######## design 1 ########
### Wiring by layer, design 1

(8 px per um) Only two layers are drawn.
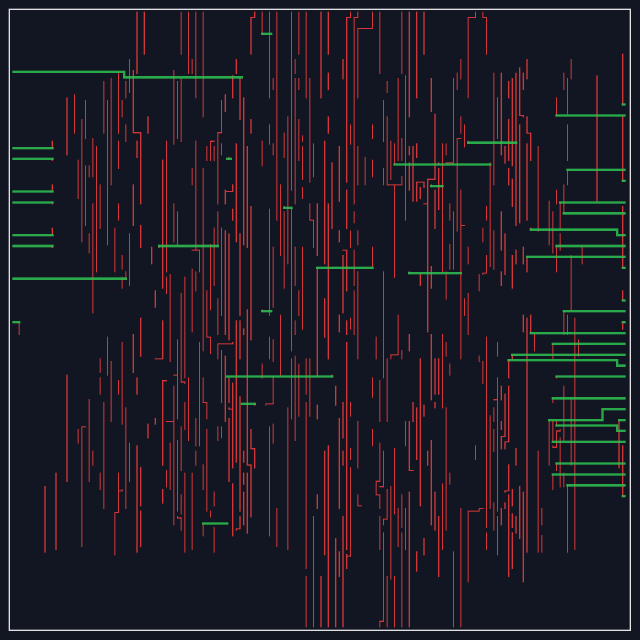

===== config.mk =====
export PLATFORM = sky130hd
export DESIGN_NAME = manchester_tx_scheduler_flat
export DESIGN_NICKNAME = d
export VERILOG_FILES = /design/src/rtl/manchester_tx_scheduler_if.sv /design/src/rtl/manchester_tx_scheduler.sv /design/src/flat_wrapper.sv
export SDC_FILE = /design/constraint.sdc
export NUM_CORES = 1
export LEC_CHECK = 0
export ABC_AREA = 0
export ABC_CLOCK_PERIOD_IN_PS = 3950
export CAP_MARGIN = 20
export CORE_MARGIN = 4
export CORE_UTILIZATION = 50
export DETAILED_ROUTE_END_ITERATION = 6
export GPL_TIMING_DRIVEN = 0
export HOLD_SLACK_MARGIN = 0.15
export PLACE_DENSITY_LB_ADDON = 0.12
export SYNTH_ARGS = -nofsm -noshare
export SYNTH_HDL_FRONTEND = slang
export SYNTH_SLANG_ARGS = --single-unit

===== constraint.sdc =====
create_clock -name clk108 -period 3.95 [get_ports clk108]
set_input_delay 0.5925 -clock clk108 [delete_from_list [all_inputs] [get_ports clk108]]
set_output_delay 0.5925 -clock clk108 [all_outputs]
set_load 0.05 [all_outputs]

===== src/rtl/manchester_tx_scheduler_if.sv =====
// Requester handshake and serial-output bundle for manchester_tx_scheduler.
// The master modport is the requester/observer side; the slave modport is the scheduler.
interface manchester_tx_scheduler_if;
  logic        req0_valid;
  logic        req1_valid;
  logic [31:0] req0_data;
  logic [31:0] req1_data;
  logic        req0_ready;
  logic        req1_ready;
  logic        tx_bit;
  logic        tx_active;
  logic        tx_grant;
  logic        tx_done;

  modport master (
    output req0_valid, req1_valid, req0_data, req1_data,
    input  req0_ready, req1_ready, tx_bit, tx_active, tx_grant, tx_done
  );

  modport slave (
    input  req0_valid, req1_valid, req0_data, req1_data,
    output req0_ready, req1_ready, tx_bit, tx_active, tx_grant, tx_done
  );
endinterface


===== src/rtl/manchester_tx_scheduler.sv =====
// Two-requester round-robin frame scheduler: preamble + 32-bit LSB-first payload on an NRZ tx_bit.
// Define MTX_PARITY_EN to append one even-parity bit after the payload.
module manchester_tx_scheduler #(
  parameter logic [7:0]  PREAMBLE = 8'hD5,
  parameter int unsigned IDLE_GAP = 4
) (
  input  logic                            clk108,
  input  logic                            aresetn,
  manchester_tx_scheduler_if.slave        bus
);

`ifdef MTX_PARITY_EN
  typedef enum logic [2:0] {ST_IDLE, ST_PREAMBLE, ST_PAYLOAD, ST_PARITY, ST_GAP} state_t;
`else
  typedef enum logic [2:0] {ST_IDLE, ST_PREAMBLE, ST_PAYLOAD, ST_GAP} state_t;
`endif

  localparam logic [5:0] GAP_LAST = (IDLE_GAP == 0) ? 6'd0 : 6'(IDLE_GAP - 1);

  state_t      state_q, state_d;
  logic [5:0]  cnt_q, cnt_d;
  logic [31:0] shreg_q, shreg_d;
  logic        tx_bit_q, tx_bit_d;
  logic        tx_active_q, tx_active_d;
  logic        tx_done_q, tx_done_d;
  logic        tx_grant_q, tx_grant_d;
  logic        last_grant_q, last_grant_d;
`ifdef MTX_PARITY_EN
  logic        parity_q, parity_d;
`endif
  logic        sel;
  logic        rdy0, rdy1;

  // Tie goes to the requester that did not win last; otherwise whoever is valid.
  assign sel = (bus.req0_valid & bus.req1_valid) ? ~last_grant_q : bus.req1_valid;

  // NOTE: every signal driven here gets a default before the case, so no path leaves one
  // unassigned and no latch is inferred.
  always_comb begin
    state_d      = state_q;
    cnt_d        = cnt_q + 6'd1;
    shreg_d      = shreg_q;
    tx_bit_d     = 1'b0;
    tx_active_d  = 1'b0;
    tx_done_d    = 1'b0;
    tx_grant_d   = tx_grant_q;
    last_grant_d = last_grant_q;
`ifdef MTX_PARITY_EN
    parity_d     = parity_q;
`endif
    rdy0         = 1'b0;
    rdy1         = 1'b0;

    case (state_q)
      ST_IDLE: begin
        cnt_d = 6'd0;
        rdy0  = bus.req0_valid & ~sel;
        rdy1  = bus.req1_valid & sel;
        if (bus.req0_valid | bus.req1_valid) begin
          state_d      = ST_PREAMBLE;
          shreg_d      = sel ? bus.req1_data : bus.req0_data;
          tx_grant_d   = sel;
          last_grant_d = sel;
          tx_bit_d     = PREAMBLE[7];
          tx_active_d  = 1'b1;
`ifdef MTX_PARITY_EN
          parity_d     = sel ? ^bus.req1_data : ^bus.req0_data;
`endif
        end
      end

      ST_PREAMBLE: begin
        tx_active_d = 1'b1;
        if (cnt_q == 6'd7) begin
          state_d  = ST_PAYLOAD;
          cnt_d    = 6'd0;
          tx_bit_d = shreg_q[0];
          shreg_d  = shreg_q >> 1;
        end else begin
          tx_bit_d = PREAMBLE[3'd6 - cnt_q[2:0]];
        end
      end

      ST_PAYLOAD: begin
        if (cnt_q == 6'd31) begin
          cnt_d = 6'd0;
`ifdef MTX_PARITY_EN
          state_d     = ST_PARITY;
          tx_bit_d    = parity_q;
          tx_active_d = 1'b1;
          tx_done_d   = 1'b1;
`else
          state_d = (IDLE_GAP == 0) ? ST_IDLE : ST_GAP;
`endif
        end else begin
          tx_bit_d    = shreg_q[0];
          shreg_d     = shreg_q >> 1;
          tx_active_d = 1'b1;
`ifndef MTX_PARITY_EN
          tx_done_d   = (cnt_q == 6'd30);
`endif
        end
      end

`ifdef MTX_PARITY_EN
      ST_PARITY: begin
        cnt_d   = 6'd0;
        state_d = (IDLE_GAP == 0) ? ST_IDLE : ST_GAP;
      end
`endif

      ST_GAP: begin
        if (cnt_q == GAP_LAST) begin
          state_d = ST_IDLE;
          cnt_d   = 6'd0;
        end
      end

      default: begin
        state_d = ST_IDLE;
        cnt_d   = 6'd0;
      end
    endcase
  end

  // NOTE: state uses non-blocking assignments so every flop samples pre-edge values.
  // NOTE: the payload shift register is reset too, so a word aborted mid-frame never leaks out.
  always_ff @(posedge clk108) begin
    if (!aresetn) begin
      state_q      <= ST_IDLE;
      cnt_q        <= 6'd0;
      shreg_q      <= 32'd0;
      tx_bit_q     <= 1'b0;
      tx_active_q  <= 1'b0;
      tx_done_q    <= 1'b0;
      tx_grant_q   <= 1'b0;
      last_grant_q <= 1'b1;
`ifdef MTX_PARITY_EN
      parity_q     <= 1'b0;
`endif
    end else begin
      state_q      <= state_d;
      cnt_q        <= cnt_d;
      shreg_q      <= shreg_d;
      tx_bit_q     <= tx_bit_d;
      tx_active_q  <= tx_active_d;
      tx_done_q    <= tx_done_d;
      tx_grant_q   <= tx_grant_d;
      last_grant_q <= last_grant_d;
`ifdef MTX_PARITY_EN
      parity_q     <= parity_d;
`endif
    end
  end

  // Ready is held off while reset is asserted so no word is accepted then dropped.
  assign bus.req0_ready = rdy0 & aresetn;
  assign bus.req1_ready = rdy1 & aresetn;
  assign bus.tx_bit     = tx_bit_q;
  assign bus.tx_active  = tx_active_q;
  assign bus.tx_done    = tx_done_q;
  assign bus.tx_grant   = tx_grant_q;

endmodule


===== src/flat_wrapper.sv =====
// flat-port wrapper written by rule: the top's interface ports become plain ports
module manchester_tx_scheduler_flat 
#(
  parameter logic [7:0]  PREAMBLE = 8'hD5,
  parameter int unsigned IDLE_GAP = 4
)
  (clk108, aresetn, bus_req0_valid, bus_req1_valid, bus_req0_data, bus_req1_data, bus_req0_ready, bus_req1_ready, bus_tx_bit, bus_tx_active, bus_tx_grant, bus_tx_done);
  manchester_tx_scheduler_if bus_i ();
  input  logic clk108;
  input  logic aresetn;
  input wire logic [$bits(bus_i.req0_valid)-1:0] bus_req0_valid;
  input wire logic [$bits(bus_i.req1_valid)-1:0] bus_req1_valid;
  input wire logic [$bits(bus_i.req0_data)-1:0] bus_req0_data;
  input wire logic [$bits(bus_i.req1_data)-1:0] bus_req1_data;
  output wire logic [$bits(bus_i.req0_ready)-1:0] bus_req0_ready;
  output wire logic [$bits(bus_i.req1_ready)-1:0] bus_req1_ready;
  output wire logic [$bits(bus_i.tx_bit)-1:0] bus_tx_bit;
  output wire logic [$bits(bus_i.tx_active)-1:0] bus_tx_active;
  output wire logic [$bits(bus_i.tx_grant)-1:0] bus_tx_grant;
  output wire logic [$bits(bus_i.tx_done)-1:0] bus_tx_done;
  assign bus_i.req0_valid = bus_req0_valid;
  assign bus_i.req1_valid = bus_req1_valid;
  assign bus_i.req0_data = bus_req0_data;
  assign bus_i.req1_data = bus_req1_data;
  assign bus_req0_ready = bus_i.req0_ready;
  assign bus_req1_ready = bus_i.req1_ready;
  assign bus_tx_bit = bus_i.tx_bit;
  assign bus_tx_active = bus_i.tx_active;
  assign bus_tx_grant = bus_i.tx_grant;
  assign bus_tx_done = bus_i.tx_done;
  manchester_tx_scheduler #(.PREAMBLE(PREAMBLE), .IDLE_GAP(IDLE_GAP)) u_core (.clk108(clk108), .aresetn(aresetn), .bus(bus_i));
endmodule

######## design 2 ########
===== src/rtl/fetch_sequencer_if.sv =====
// Bundle of the fetch sequencer's control, instruction-memory and decode-side signals.
// master is the sequencer side; slave is the memory/decode/execute environment.
interface fetch_sequencer_if;
  logic        start;
  logic        stall;
  logic        redirect_valid;
  logic [31:0] redirect_pc;
  logic [31:0] imem_addr;
  logic [31:0] imem_data;
  logic        instr_valid;
  logic [31:0] instr_out;
  logic [31:0] pc_out;
  logic        halted;
  logic        fault;
  logic [31:0] fetch_count;
  logic [31:0] stall_count;

  modport master (
    input  start, stall, redirect_valid, redirect_pc, imem_data,
    output imem_addr, instr_valid, instr_out, pc_out, halted, fault,
           fetch_count, stall_count
  );

  modport slave (
    output start, stall, redirect_valid, redirect_pc, imem_data,
    input  imem_addr, instr_valid, instr_out, pc_out, halted, fault,
           fetch_count, stall_count
  );
endinterface


===== src/rtl/fetch_sequencer.sv =====
// PC sequencer feeding a single-entry fetch buffer; resolves J-type jumps at fetch time.
// Define FETCH_PERF_COUNT_EN to build the fetch/stall performance counters.
module fetch_sequencer #(
  parameter logic [31:0] RESET_PC    = 32'h0000_0004,
  parameter int unsigned IMEM_DEPTH  = 256,
  parameter logic [1:0]  J_TYPE_CODE = 2'b10
) (
  input logic            clock,
  input logic            reset,
  fetch_sequencer_if.master bus
);

  typedef enum logic [1:0] {IDLE, FETCH, HALT} state_t;

  localparam logic [31:0] DEPTH_W = 32'(IMEM_DEPTH);

  state_t      state, state_n;
  logic [31:0] pc, pc_n;
  logic [31:0] instr_q, instr_n;
  logic [31:0] pc_out_q, pc_out_n;
  logic        valid_q, valid_n;
  logic        fault_q, fault_n;
  logic [31:0] jump_offset;
  logic [31:0] next_pc;

  function automatic logic out_of_range(input logic [31:0] addr);
    return {2'b00, addr[31:2]} >= DEPTH_W;
  endfunction

  assign jump_offset = {{8{bus.imem_data[26]}}, bus.imem_data[26:3]};

  always_ff @(posedge clock or posedge reset) begin
    if (reset) begin
      state    <= IDLE;
      pc       <= RESET_PC;
      instr_q  <= '0;
      pc_out_q <= '0;
      valid_q  <= 1'b0;
      fault_q  <= 1'b0;
    end else begin
      state    <= state_n;
      pc       <= pc_n;
      instr_q  <= instr_n;
      pc_out_q <= pc_out_n;
      valid_q  <= valid_n;
      fault_q  <= fault_n;
    end
  end

  // Priority in FETCH: redirect squashes the buffer, then a stalled full buffer holds, else load.
  always_comb begin
    state_n  = state;
    pc_n     = pc;
    instr_n  = instr_q;
    pc_out_n = pc_out_q;
    valid_n  = valid_q;
    fault_n  = fault_q;
    next_pc  = (bus.imem_data[2:1] == J_TYPE_CODE) ? pc + jump_offset : pc + 32'd4;

    case (state)
      IDLE: begin
        if (bus.start) state_n = FETCH;
      end
      FETCH: begin
        if (bus.redirect_valid) begin
          pc_n    = bus.redirect_pc;
          valid_n = 1'b0;
          if (out_of_range(bus.redirect_pc)) begin
            fault_n = 1'b1;
            state_n = HALT;
          end
        end else if (!(bus.stall && valid_q)) begin
          instr_n  = bus.imem_data;
          pc_out_n = pc;
          valid_n  = 1'b1;
          if (bus.imem_data[0]) begin
            state_n = HALT;
          end else begin
            pc_n = next_pc;
            if (out_of_range(next_pc)) begin
              fault_n = 1'b1;
              state_n = HALT;
            end
          end
        end
      end
      HALT: begin
        if (bus.start) begin
          pc_n    = RESET_PC;
          valid_n = 1'b0;
          fault_n = 1'b0;
          state_n = FETCH;
        end else if (valid_q && !bus.stall) begin
          valid_n = 1'b0;
        end
      end
      default: state_n = IDLE;
    endcase
  end

  assign bus.imem_addr   = pc;
  assign bus.instr_valid = valid_q;
  assign bus.instr_out   = instr_q;
  assign bus.pc_out      = pc_out_q;
  assign bus.halted      = (state == HALT);
  assign bus.fault       = fault_q;

`ifdef FETCH_PERF_COUNT_EN
  logic [31:0] fetch_cnt, stall_cnt;
  logic        cnt_load, cnt_stall, cnt_clear;

  assign cnt_load  = (state == FETCH) && !bus.redirect_valid && !(bus.stall && valid_q);
  assign cnt_stall = (state == FETCH) && !bus.redirect_valid && bus.stall && valid_q;
  assign cnt_clear = (state == HALT) && bus.start;

  always_ff @(posedge clock or posedge reset) begin
    if (reset) begin
      fetch_cnt <= '0;
      stall_cnt <= '0;
    end else if (cnt_clear) begin
      fetch_cnt <= '0;
      stall_cnt <= '0;
    end else begin
      if (cnt_load)  fetch_cnt <= fetch_cnt + 32'd1;
      if (cnt_stall) stall_cnt <= stall_cnt + 32'd1;
    end
  end

  assign bus.fetch_count = fetch_cnt;
  assign bus.stall_count = stall_cnt;
`else
  assign bus.fetch_count = '0;
  assign bus.stall_count = '0;
`endif

endmodule


===== src/flat_wrapper.sv =====
// flat-port wrapper written by rule: the top's interface ports become plain ports
module fetch_sequencer_flat 
#(
  parameter logic [31:0] RESET_PC    = 32'h0000_0004,
  parameter int unsigned IMEM_DEPTH  = 256,
  parameter logic [1:0]  J_TYPE_CODE = 2'b10
)
  (clock, reset, bus_start, bus_stall, bus_redirect_valid, bus_redirect_pc, bus_imem_data, bus_imem_addr, bus_instr_valid, bus_instr_out, bus_pc_out, bus_halted, bus_fault, bus_fetch_count, bus_stall_count);
  fetch_sequencer_if bus_i ();
  input logic clock;
  input logic reset;
  input wire logic [$bits(bus_i.start)-1:0] bus_start;
  input wire logic [$bits(bus_i.stall)-1:0] bus_stall;
  input wire logic [$bits(bus_i.redirect_valid)-1:0] bus_redirect_valid;
  input wire logic [$bits(bus_i.redirect_pc)-1:0] bus_redirect_pc;
  input wire logic [$bits(bus_i.imem_data)-1:0] bus_imem_data;
  output wire logic [$bits(bus_i.imem_addr)-1:0] bus_imem_addr;
  output wire logic [$bits(bus_i.instr_valid)-1:0] bus_instr_valid;
  output wire logic [$bits(bus_i.instr_out)-1:0] bus_instr_out;
  output wire logic [$bits(bus_i.pc_out)-1:0] bus_pc_out;
  output wire logic [$bits(bus_i.halted)-1:0] bus_halted;
  output wire logic [$bits(bus_i.fault)-1:0] bus_fault;
  output wire logic [$bits(bus_i.fetch_count)-1:0] bus_fetch_count;
  output wire logic [$bits(bus_i.stall_count)-1:0] bus_stall_count;
  assign bus_i.start = bus_start;
  assign bus_i.stall = bus_stall;
  assign bus_i.redirect_valid = bus_redirect_valid;
  assign bus_i.redirect_pc = bus_redirect_pc;
  assign bus_i.imem_data = bus_imem_data;
  assign bus_imem_addr = bus_i.imem_addr;
  assign bus_instr_valid = bus_i.instr_valid;
  assign bus_instr_out = bus_i.instr_out;
  assign bus_pc_out = bus_i.pc_out;
  assign bus_halted = bus_i.halted;
  assign bus_fault = bus_i.fault;
  assign bus_fetch_count = bus_i.fetch_count;
  assign bus_stall_count = bus_i.stall_count;
  fetch_sequencer #(.RESET_PC(RESET_PC), .IMEM_DEPTH(IMEM_DEPTH), .J_TYPE_CODE(J_TYPE_CODE)) u_core (.clock(clock), .reset(reset), .bus(bus_i));
endmodule

===== config.mk =====
export PLATFORM = sky130hd
export DESIGN_NAME = fetch_sequencer_flat
export DESIGN_NICKNAME = d
export VERILOG_FILES = /design/src/rtl/fetch_sequencer_if.sv /design/src/rtl/fetch_sequencer.sv /design/src/flat_wrapper.sv
export SDC_FILE = /design/constraint.sdc
export NUM_CORES = 1
export LEC_CHECK = 0
export CORE_MARGIN = 2
export CORE_UTILIZATION = 45
export DETAILED_ROUTE_END_ITERATION = 12
export PLACE_DENSITY_LB_ADDON = 0.25
export RECOVER_POWER = 25
export SLEW_MARGIN = 20
export SYNTH_ARGS = -nofsm -noshare
export SYNTH_HDL_FRONTEND = slang
export SYNTH_SLANG_ARGS = --single-unit

===== constraint.sdc =====
create_clock -name clock -period 6.4 [get_ports clock]
set_input_delay 0.96 -clock clock [delete_from_list [all_inputs] [get_ports clock]]
set_output_delay 0.96 -clock clock [all_outputs]
set_load 0.03 [all_outputs]

######## design 3 ########
**src/rtl/mont_lift.sv**
```systemverilog
// Lifts a residue into the word-level Montgomery domain: C = a * 2^(W_SIZE*STAGES) mod q.
// Latency: W_SIZE*STAGES+1 edges from accept to out_valid; initiation interval W_SIZE*STAGES+2.
// Backpressure: result holds in DONE until out_ready; no new operand is taken until then.
module mont_lift #(
    parameter int DATA_SIZE = 32,
    parameter int W_SIZE    = 16,
    parameter int STAGES    = 2
) (
    input  logic                        clk,
    input  logic                        reset,
    input  logic [DATA_SIZE-W_SIZE-1:0] qH,
    input  logic                        in_valid,
    output logic                        in_ready,
    input  logic [DATA_SIZE-1:0]        a,
    output logic                        out_valid,
    input  logic                        out_ready,
    output logic [DATA_SIZE-1:0]        C
);

    localparam int N  = W_SIZE * STAGES;
    localparam int CW = (N > 1) ? $clog2(N) : 1;
    localparam logic [CW-1:0] LAST_CNT = CW'(N - 1);

    typedef enum logic [1:0] {IDLE, RUN, DONE} state_t;

    state_t               state_q, state_d;
    logic [CW-1:0]        cnt_q, cnt_d;
    logic [DATA_SIZE-1:0] q_q, q_d;
    logic [DATA_SIZE-1:0] acc_q, acc_d;
    logic [DATA_SIZE-1:0] c_q, c_d;

    logic [DATA_SIZE-1:0] q_in;
    logic [DATA_SIZE:0]   dbl;
    logic [DATA_SIZE:0]   q_ext;
    logic [DATA_SIZE-1:0] acc_next;

    // acc < q keeps 2*acc below 2q, so one conditional subtract restores the range
    always_comb begin
        q_in     = {qH, {W_SIZE{1'b0}}} + DATA_SIZE'(1);
        dbl      = {acc_q, 1'b0};
        q_ext    = {1'b0, q_q};
        acc_next = (dbl >= q_ext) ? DATA_SIZE'(dbl - q_ext) : DATA_SIZE'(dbl);
    end

    always_comb begin
        state_d = state_q;
        cnt_d   = cnt_q;
        q_d     = q_q;
        acc_d   = acc_q;
        c_d     = c_q;
        case (state_q)
            IDLE: begin
                if (in_valid) begin
                    q_d     = q_in;
                    acc_d   = (a >= q_in) ? (a - q_in) : a;
                    cnt_d   = '0;
                    state_d = RUN;
                end
            end
            RUN: begin
                acc_d = acc_next;
                cnt_d = cnt_q + CW'(1);
                if (cnt_q == LAST_CNT) begin
                    c_d     = acc_next;
                    state_d = DONE;
                end
            end
            DONE: begin
                if (out_ready) begin
                    state_d = IDLE;
                end
            end
            default: state_d = IDLE;
        endcase
    end

    always_ff @(posedge clk) begin
        if (!reset) begin
            state_q <= IDLE;
            cnt_q   <= '0;
            q_q     <= '0;
            acc_q   <= '0;
            c_q     <= '0;
        end else begin
            state_q <= state_d;
            cnt_q   <= cnt_d;
            q_q     <= q_d;
            acc_q   <= acc_d;
            c_q     <= c_d;
        end
    end

    assign in_ready  = (state_q == IDLE);
    assign out_valid = (state_q == DONE);
    assign C         = c_q;

endmodule

```
**config.mk**
```make
export PLATFORM = sky130hd
export DESIGN_NAME = mont_lift
export DESIGN_NICKNAME = d
export VERILOG_FILES = /design/src/rtl/mont_lift.sv
export SDC_FILE = /design/constraint.sdc
export NUM_CORES = 1
export LEC_CHECK = 0
export CELL_PAD_IN_SITES_DETAIL_PLACEMENT = 0
export CELL_PAD_IN_SITES_GLOBAL_PLACEMENT = 2
export CORE_ASPECT_RATIO = 0.6
export CORE_MARGIN = 2
export CORE_UTILIZATION = 29
export DETAILED_ROUTE_END_ITERATION = 12
export PLACE_DENSITY_LB_ADDON = 0.05
export SLEW_MARGIN = 10
export SYNTH_ARGS = -nofsm -noshare
export SYNTH_HDL_FRONTEND = slang
export SYNTH_SLANG_ARGS = --single-unit
```
**constraint.sdc**
```tcl
create_clock -name clk -period 3 [get_ports clk]
set_input_delay 0.6 -clock clk [delete_from_list [all_inputs] [get_ports clk]]
set_output_delay 0.6 -clock clk [all_outputs]
set_load 0.05 [all_outputs]
```
### Met4 routing, design 2

(3 px per um)
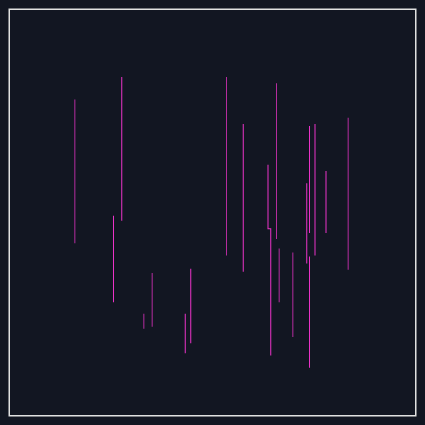
wire length on this layer	666 um
main direction	vertical
longest straight run	59.2 um

==> impl_metrics.xml, design 2 <==
<?xml version="1.0" encoding="UTF-8"?>
<metrics>
  <group name="status">
    <metric name="run_status" unit="">finished with violations</metric>
    <metric name="violated_checks" unit="">capacitance limit, slew limit</metric>
  </group>
  <group name="clocking">
    <metric name="htree_num_levels" unit="">3</metric>
  </group>
  <group name="place">
    <metric name="gp_congestion" unit="">0.941</metric>
  </group>
  <group name="yosys">
    <metric name="async_reset_ff_share" unit="%">100</metric>
    <metric name="fraction_of_the_mapped_netlist_area_in_adder_cells" unit="%">5.93</metric>
    <metric name="yosys-stat-cells" unit="">877</metric>
  </group>
  <group name="power">
    <metric name="power.total" unit="mW">4.90</metric>
  </group>
  <group name="final_timing">
    <metric name="slew_viol_final" unit="">168</metric>
    <metric name="finalWorstSetupSlack" unit="ns">1.74</metric>
    <metric name="fin_tns_setup" unit="ns">0</metric>
  </group>
  <group name="worst_setup_path">
    <metric name="cp.arrival" unit="ns">4.91</metric>
  </group>
  <group name="floorplan">
    <metric name="die_h" unit="um">135</metric>
  </group>
  <group name="final_layout">
    <metric name="num-multi-input-gates" unit="">713</metric>
  </group>
  <group name="run">
    <metric name="max_cap_violations" unit="">3</metric>
  </group>
</metrics>
## design 2: worst paths after layout
path,slack [ns],endpoint,startpoint,cells after the start
setup reg to reg,2.40,u_core.state[1],u_core.bus.imem_addr[0],13
hold / removal,0.49,u_core.bus.pc_out[1],u_core.bus.pc_out[1],2
hold reg to reg,0.49,u_core.bus.pc_out[1],u_core.bus.pc_out[1],2
setup / recovery,1.74,u_core.state[1],bus_imem_data[3],14
max in group asynchronous,2.74,u_core.bus.instr_out[2],reset,3
min in group asynchronous,1.41,u_core.bus.pc_out[2],reset,2
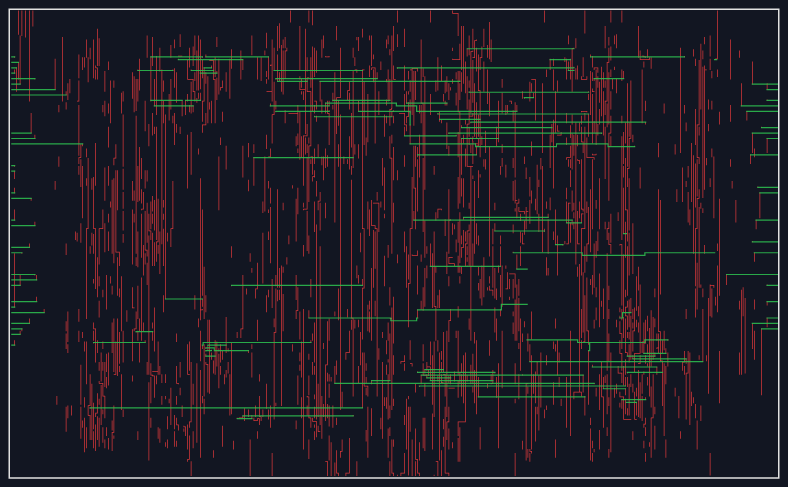
*Wiring by layer, design 3*
(4 px per um) Only two layers are drawn.
layer	color	wire length
met2	red	8910 um
met3	green	1750 um

==> impl_metrics.xml, design 3 <==
<?xml version="1.0" encoding="UTF-8"?>
<metrics>
  <group name="clocking">
    <metric name="clock_tree_from_tritoncts" unit="">yes</metric>
    <metric name="post_cts_resize_count" unit="">11</metric>
  </group>
  <group name="place">
    <metric name="place.detailed.instances" unit="">1315</metric>
    <metric name="gp_congestion" unit="">0.887</metric>
  </group>
  <group name="floorplan">
    <metric name="fp-row-count" unit="">41</metric>
    <metric name="fp_util" unit="%">29.4</metric>
  </group>
  <group name="final_layout">
    <metric name="lay_top_cells" unit="">sky130_fd_sc_hd__buf_4, sky130_fd_sc_hd__nand2_1, sky130_fd_sc_hd__dfxtp_1, sky130_fd_sc_hd__nor2_1, sky130_fd_sc_hd__a21oi_1</metric>
    <metric name="n_fill_cell" unit="">2132</metric>
    <metric name="num_antenna_cells" unit="">0</metric>
    <metric name="nFlopsAndLatches" unit="">88</metric>
    <metric name="area_delta_synth_final" unit="%">50.7</metric>
  </group>
  <group name="status">
    <metric name="run_status" unit="">completed</metric>
  </group>
  <group name="worst_setup_path">
    <metric name="critical_path_required" unit="ns">3.23</metric>
    <metric name="critical_path_cell_count" unit="">12</metric>
    <metric name="critical_path.n_buffers_inverters" unit="">4</metric>
    <metric name="crit_start" unit="">a[10]</metric>
    <metric name="cp.arrival" unit="ns">3.20</metric>
  </group>
  <group name="global_route">
    <metric name="first_global_vias" unit="">6317</metric>
  </group>
  <group name="final_timing">
    <metric name="finalWorstSetupSlack" unit="ns">0.0320</metric>
  </group>
  <group name="yosys">
    <metric name="top_cells_by_count" unit="">sky130_fd_sc_hd__nand2_1, sky130_fd_sc_hd__dfxtp_1, sky130_fd_sc_hd__a21oi_1</metric>
  </group>
  <group name="routing">
    <metric name="vias_per_cell" unit="">5.11</metric>
  </group>
</metrics>
==> design 3: cells by family after synthesis <==
group           count (synthesis)
simple gates                  285
compound gates                249
flops                          88
buf+inv                        79
xor+xnor                       56
fa+ha+maj                      38
mux                            16
==> design 3: power breakdown <==
group | switching (mW) | internal [mW]
sequential | 0.0977 | 1.26
clock | 0.578 | 0.597
combinational | 1.73 | 1.44
==> design 3: per-layer routing <==
metal  part of all wire, %  GRT usage, %  vias up
met1                    58          38.6     3184
met3                   6.9          5.16        7
li1                      -             -     3422
met5                     0             0        -
met4                  0.42          3.56        0
met2                    35          27.1      217
### Local utilization, design 1

(4 px per um) 8 x 8 tiles, from white (low) to dark blue (high), 0 to 100% covered.
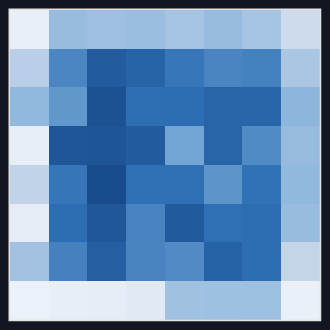
tiles over 75% full	28%
mean over tiles	54%
densest ninth of the die	center
fullest tile	89%

### Clock distribution, design 1

(8 px per um)
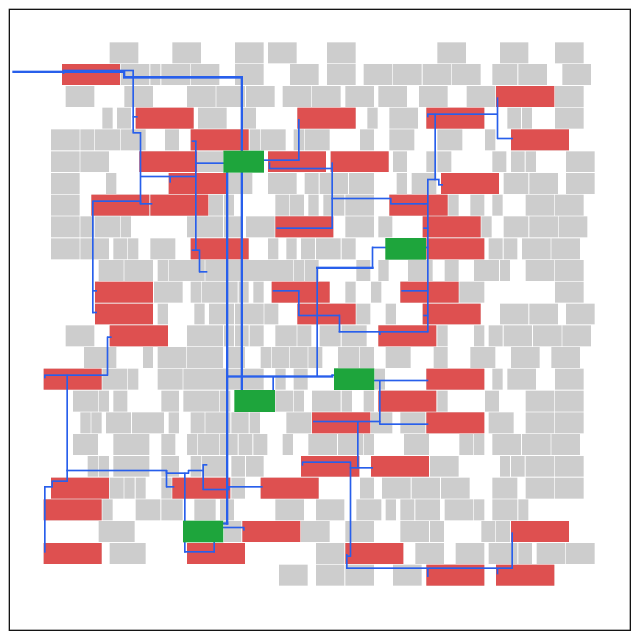
[clock wires] blue | length: 549 um
[cells driving clock nets] green | count: 5
[flip-flops] red | count: 45
routed clock nets	6

Notes on 'Wiring by layer' of design 1 above:
layer	color	wire length
met2	red	2930 um
met3	green	329 um

==> impl_metrics.xml, design 1 <==
<?xml version="1.0" encoding="UTF-8"?>
<metrics>
  <group name="final_timing">
    <metric name="maxClockFrequency" unit="GHz">0.283</metric>
    <metric name="fin_tns_setup" unit="ns">0</metric>
    <metric name="worst_clock_skew" unit="ns">0.00671</metric>
  </group>
  <group name="clocking">
    <metric name="cts-buffers-inserted" unit="">5</metric>
    <metric name="insertion_delay" unit="ns">0.30</metric>
  </group>
  <group name="routing">
    <metric name="detailedRoute.firstIterationViolations" unit="">68</metric>
    <metric name="maxUsedRoutingLayer" unit="">met4</metric>
    <metric name="postRouteAntennaNets" unit="">0</metric>
    <metric name="wirelength_met1" unit="um">2520</metric>
    <metric name="remaining_drc_errors" unit="">0</metric>
  </group>
  <group name="worst_setup_path">
    <metric name="critical-path-top-delay-family" unit="">buffers and inverters</metric>
    <metric name="timing.critical_path.fanout_max" unit="">10</metric>
    <metric name="setup.worst_path.end" unit="">bus_req1_ready</metric>
    <metric name="critical_path_required" unit="ns">3.36</metric>
  </group>
  <group name="final_layout">
    <metric name="finalInstanceArea" unit="um2">3320</metric>
    <metric name="lay_top_cells" unit="">sky130_fd_sc_hd__clkdlybuf4s50_1, sky130_fd_sc_hd__dfxtp_1, sky130_fd_sc_hd__nand2_1, sky130_fd_sc_hd__mux2i_1, sky130_fd_sc_hd__o21ai_0</metric>
  </group>
  <group name="status">
    <metric name="run_status" unit="">completed</metric>
  </group>
</metrics>
design 1: flip-flops by register name, summed over array words and instances (netlist names):
name,cells
u_core.shreg_q,32
u_core.bus.tx_bit,1
u_core.state_q,2
u_core.bus.tx_done,1
u_core.bus.tx_active,1
u_core.bus.tx_grant,1
u_core.last_grant_q,1
u_core.cnt_q,6

==> gallery <==
Track usage over the die.
image #1
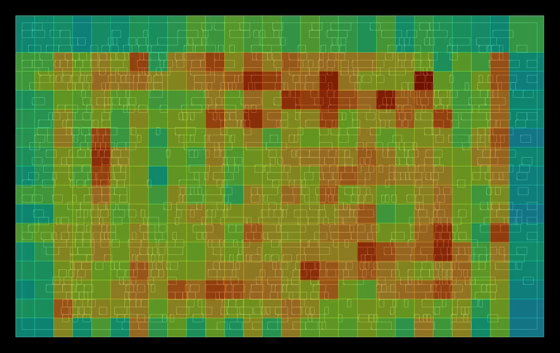
image #2
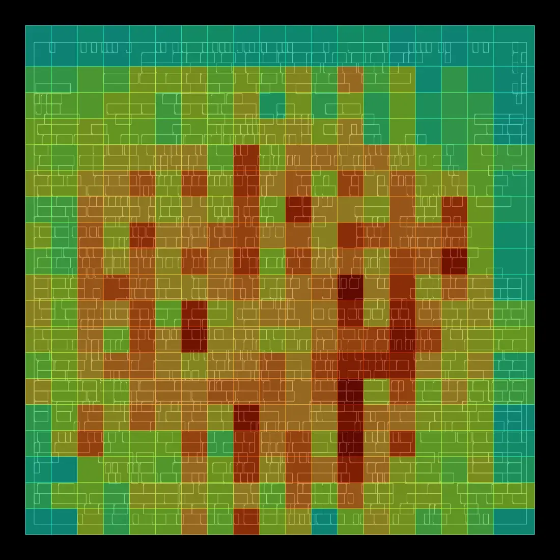
image #3
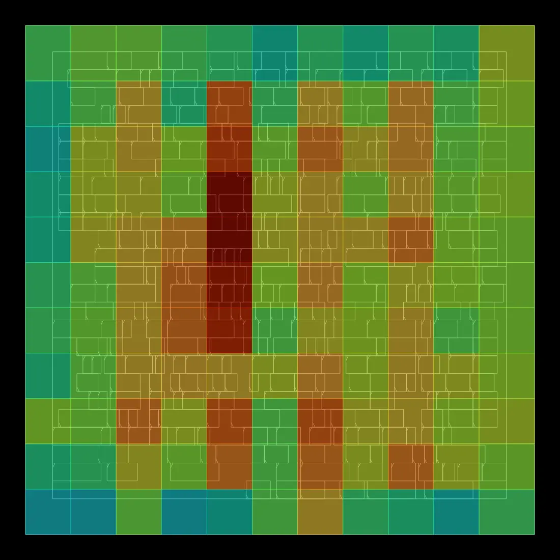
Of these, highest utilization: image #3
Of these, least wire per cell: image #3
- image #1 = design 3
- image #2 = design 2
- image #3 = design 1



==> layout pictures side by side <==
Floorplan with the power grid.
Plate I
(3 px per um) Pins as bars on the die edge.
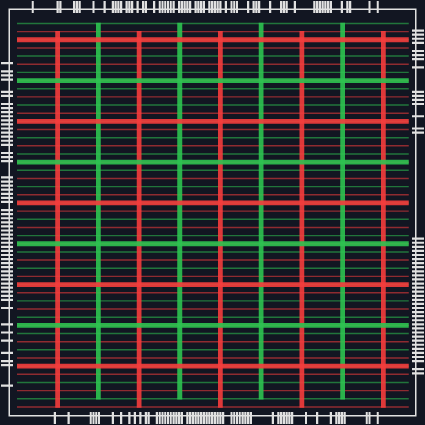
Plate II
(3 px per um) Pins as bars on the die edge.
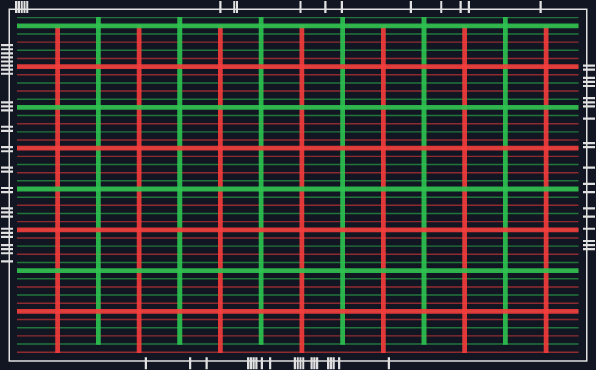
Plate III
(6 px per um) Pins as bars on the die edge.
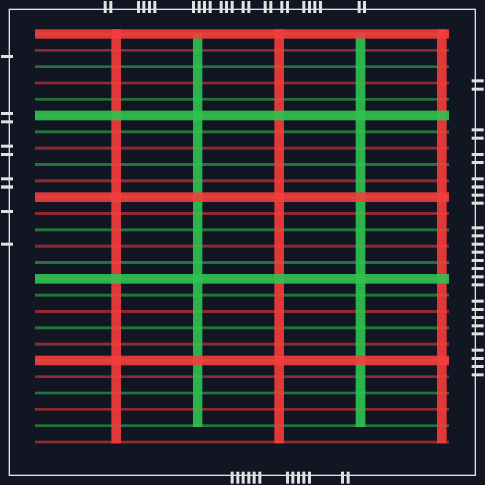
- Plate II = design 3
- Plate I = design 2
- Plate III = design 1
Of these, smallest die: Plate III

Key to Plate I:
net	color
VSS	red
VDD	green
rows	47
met5 straps	9

Power is estimated from default activity; no workload was simulated.
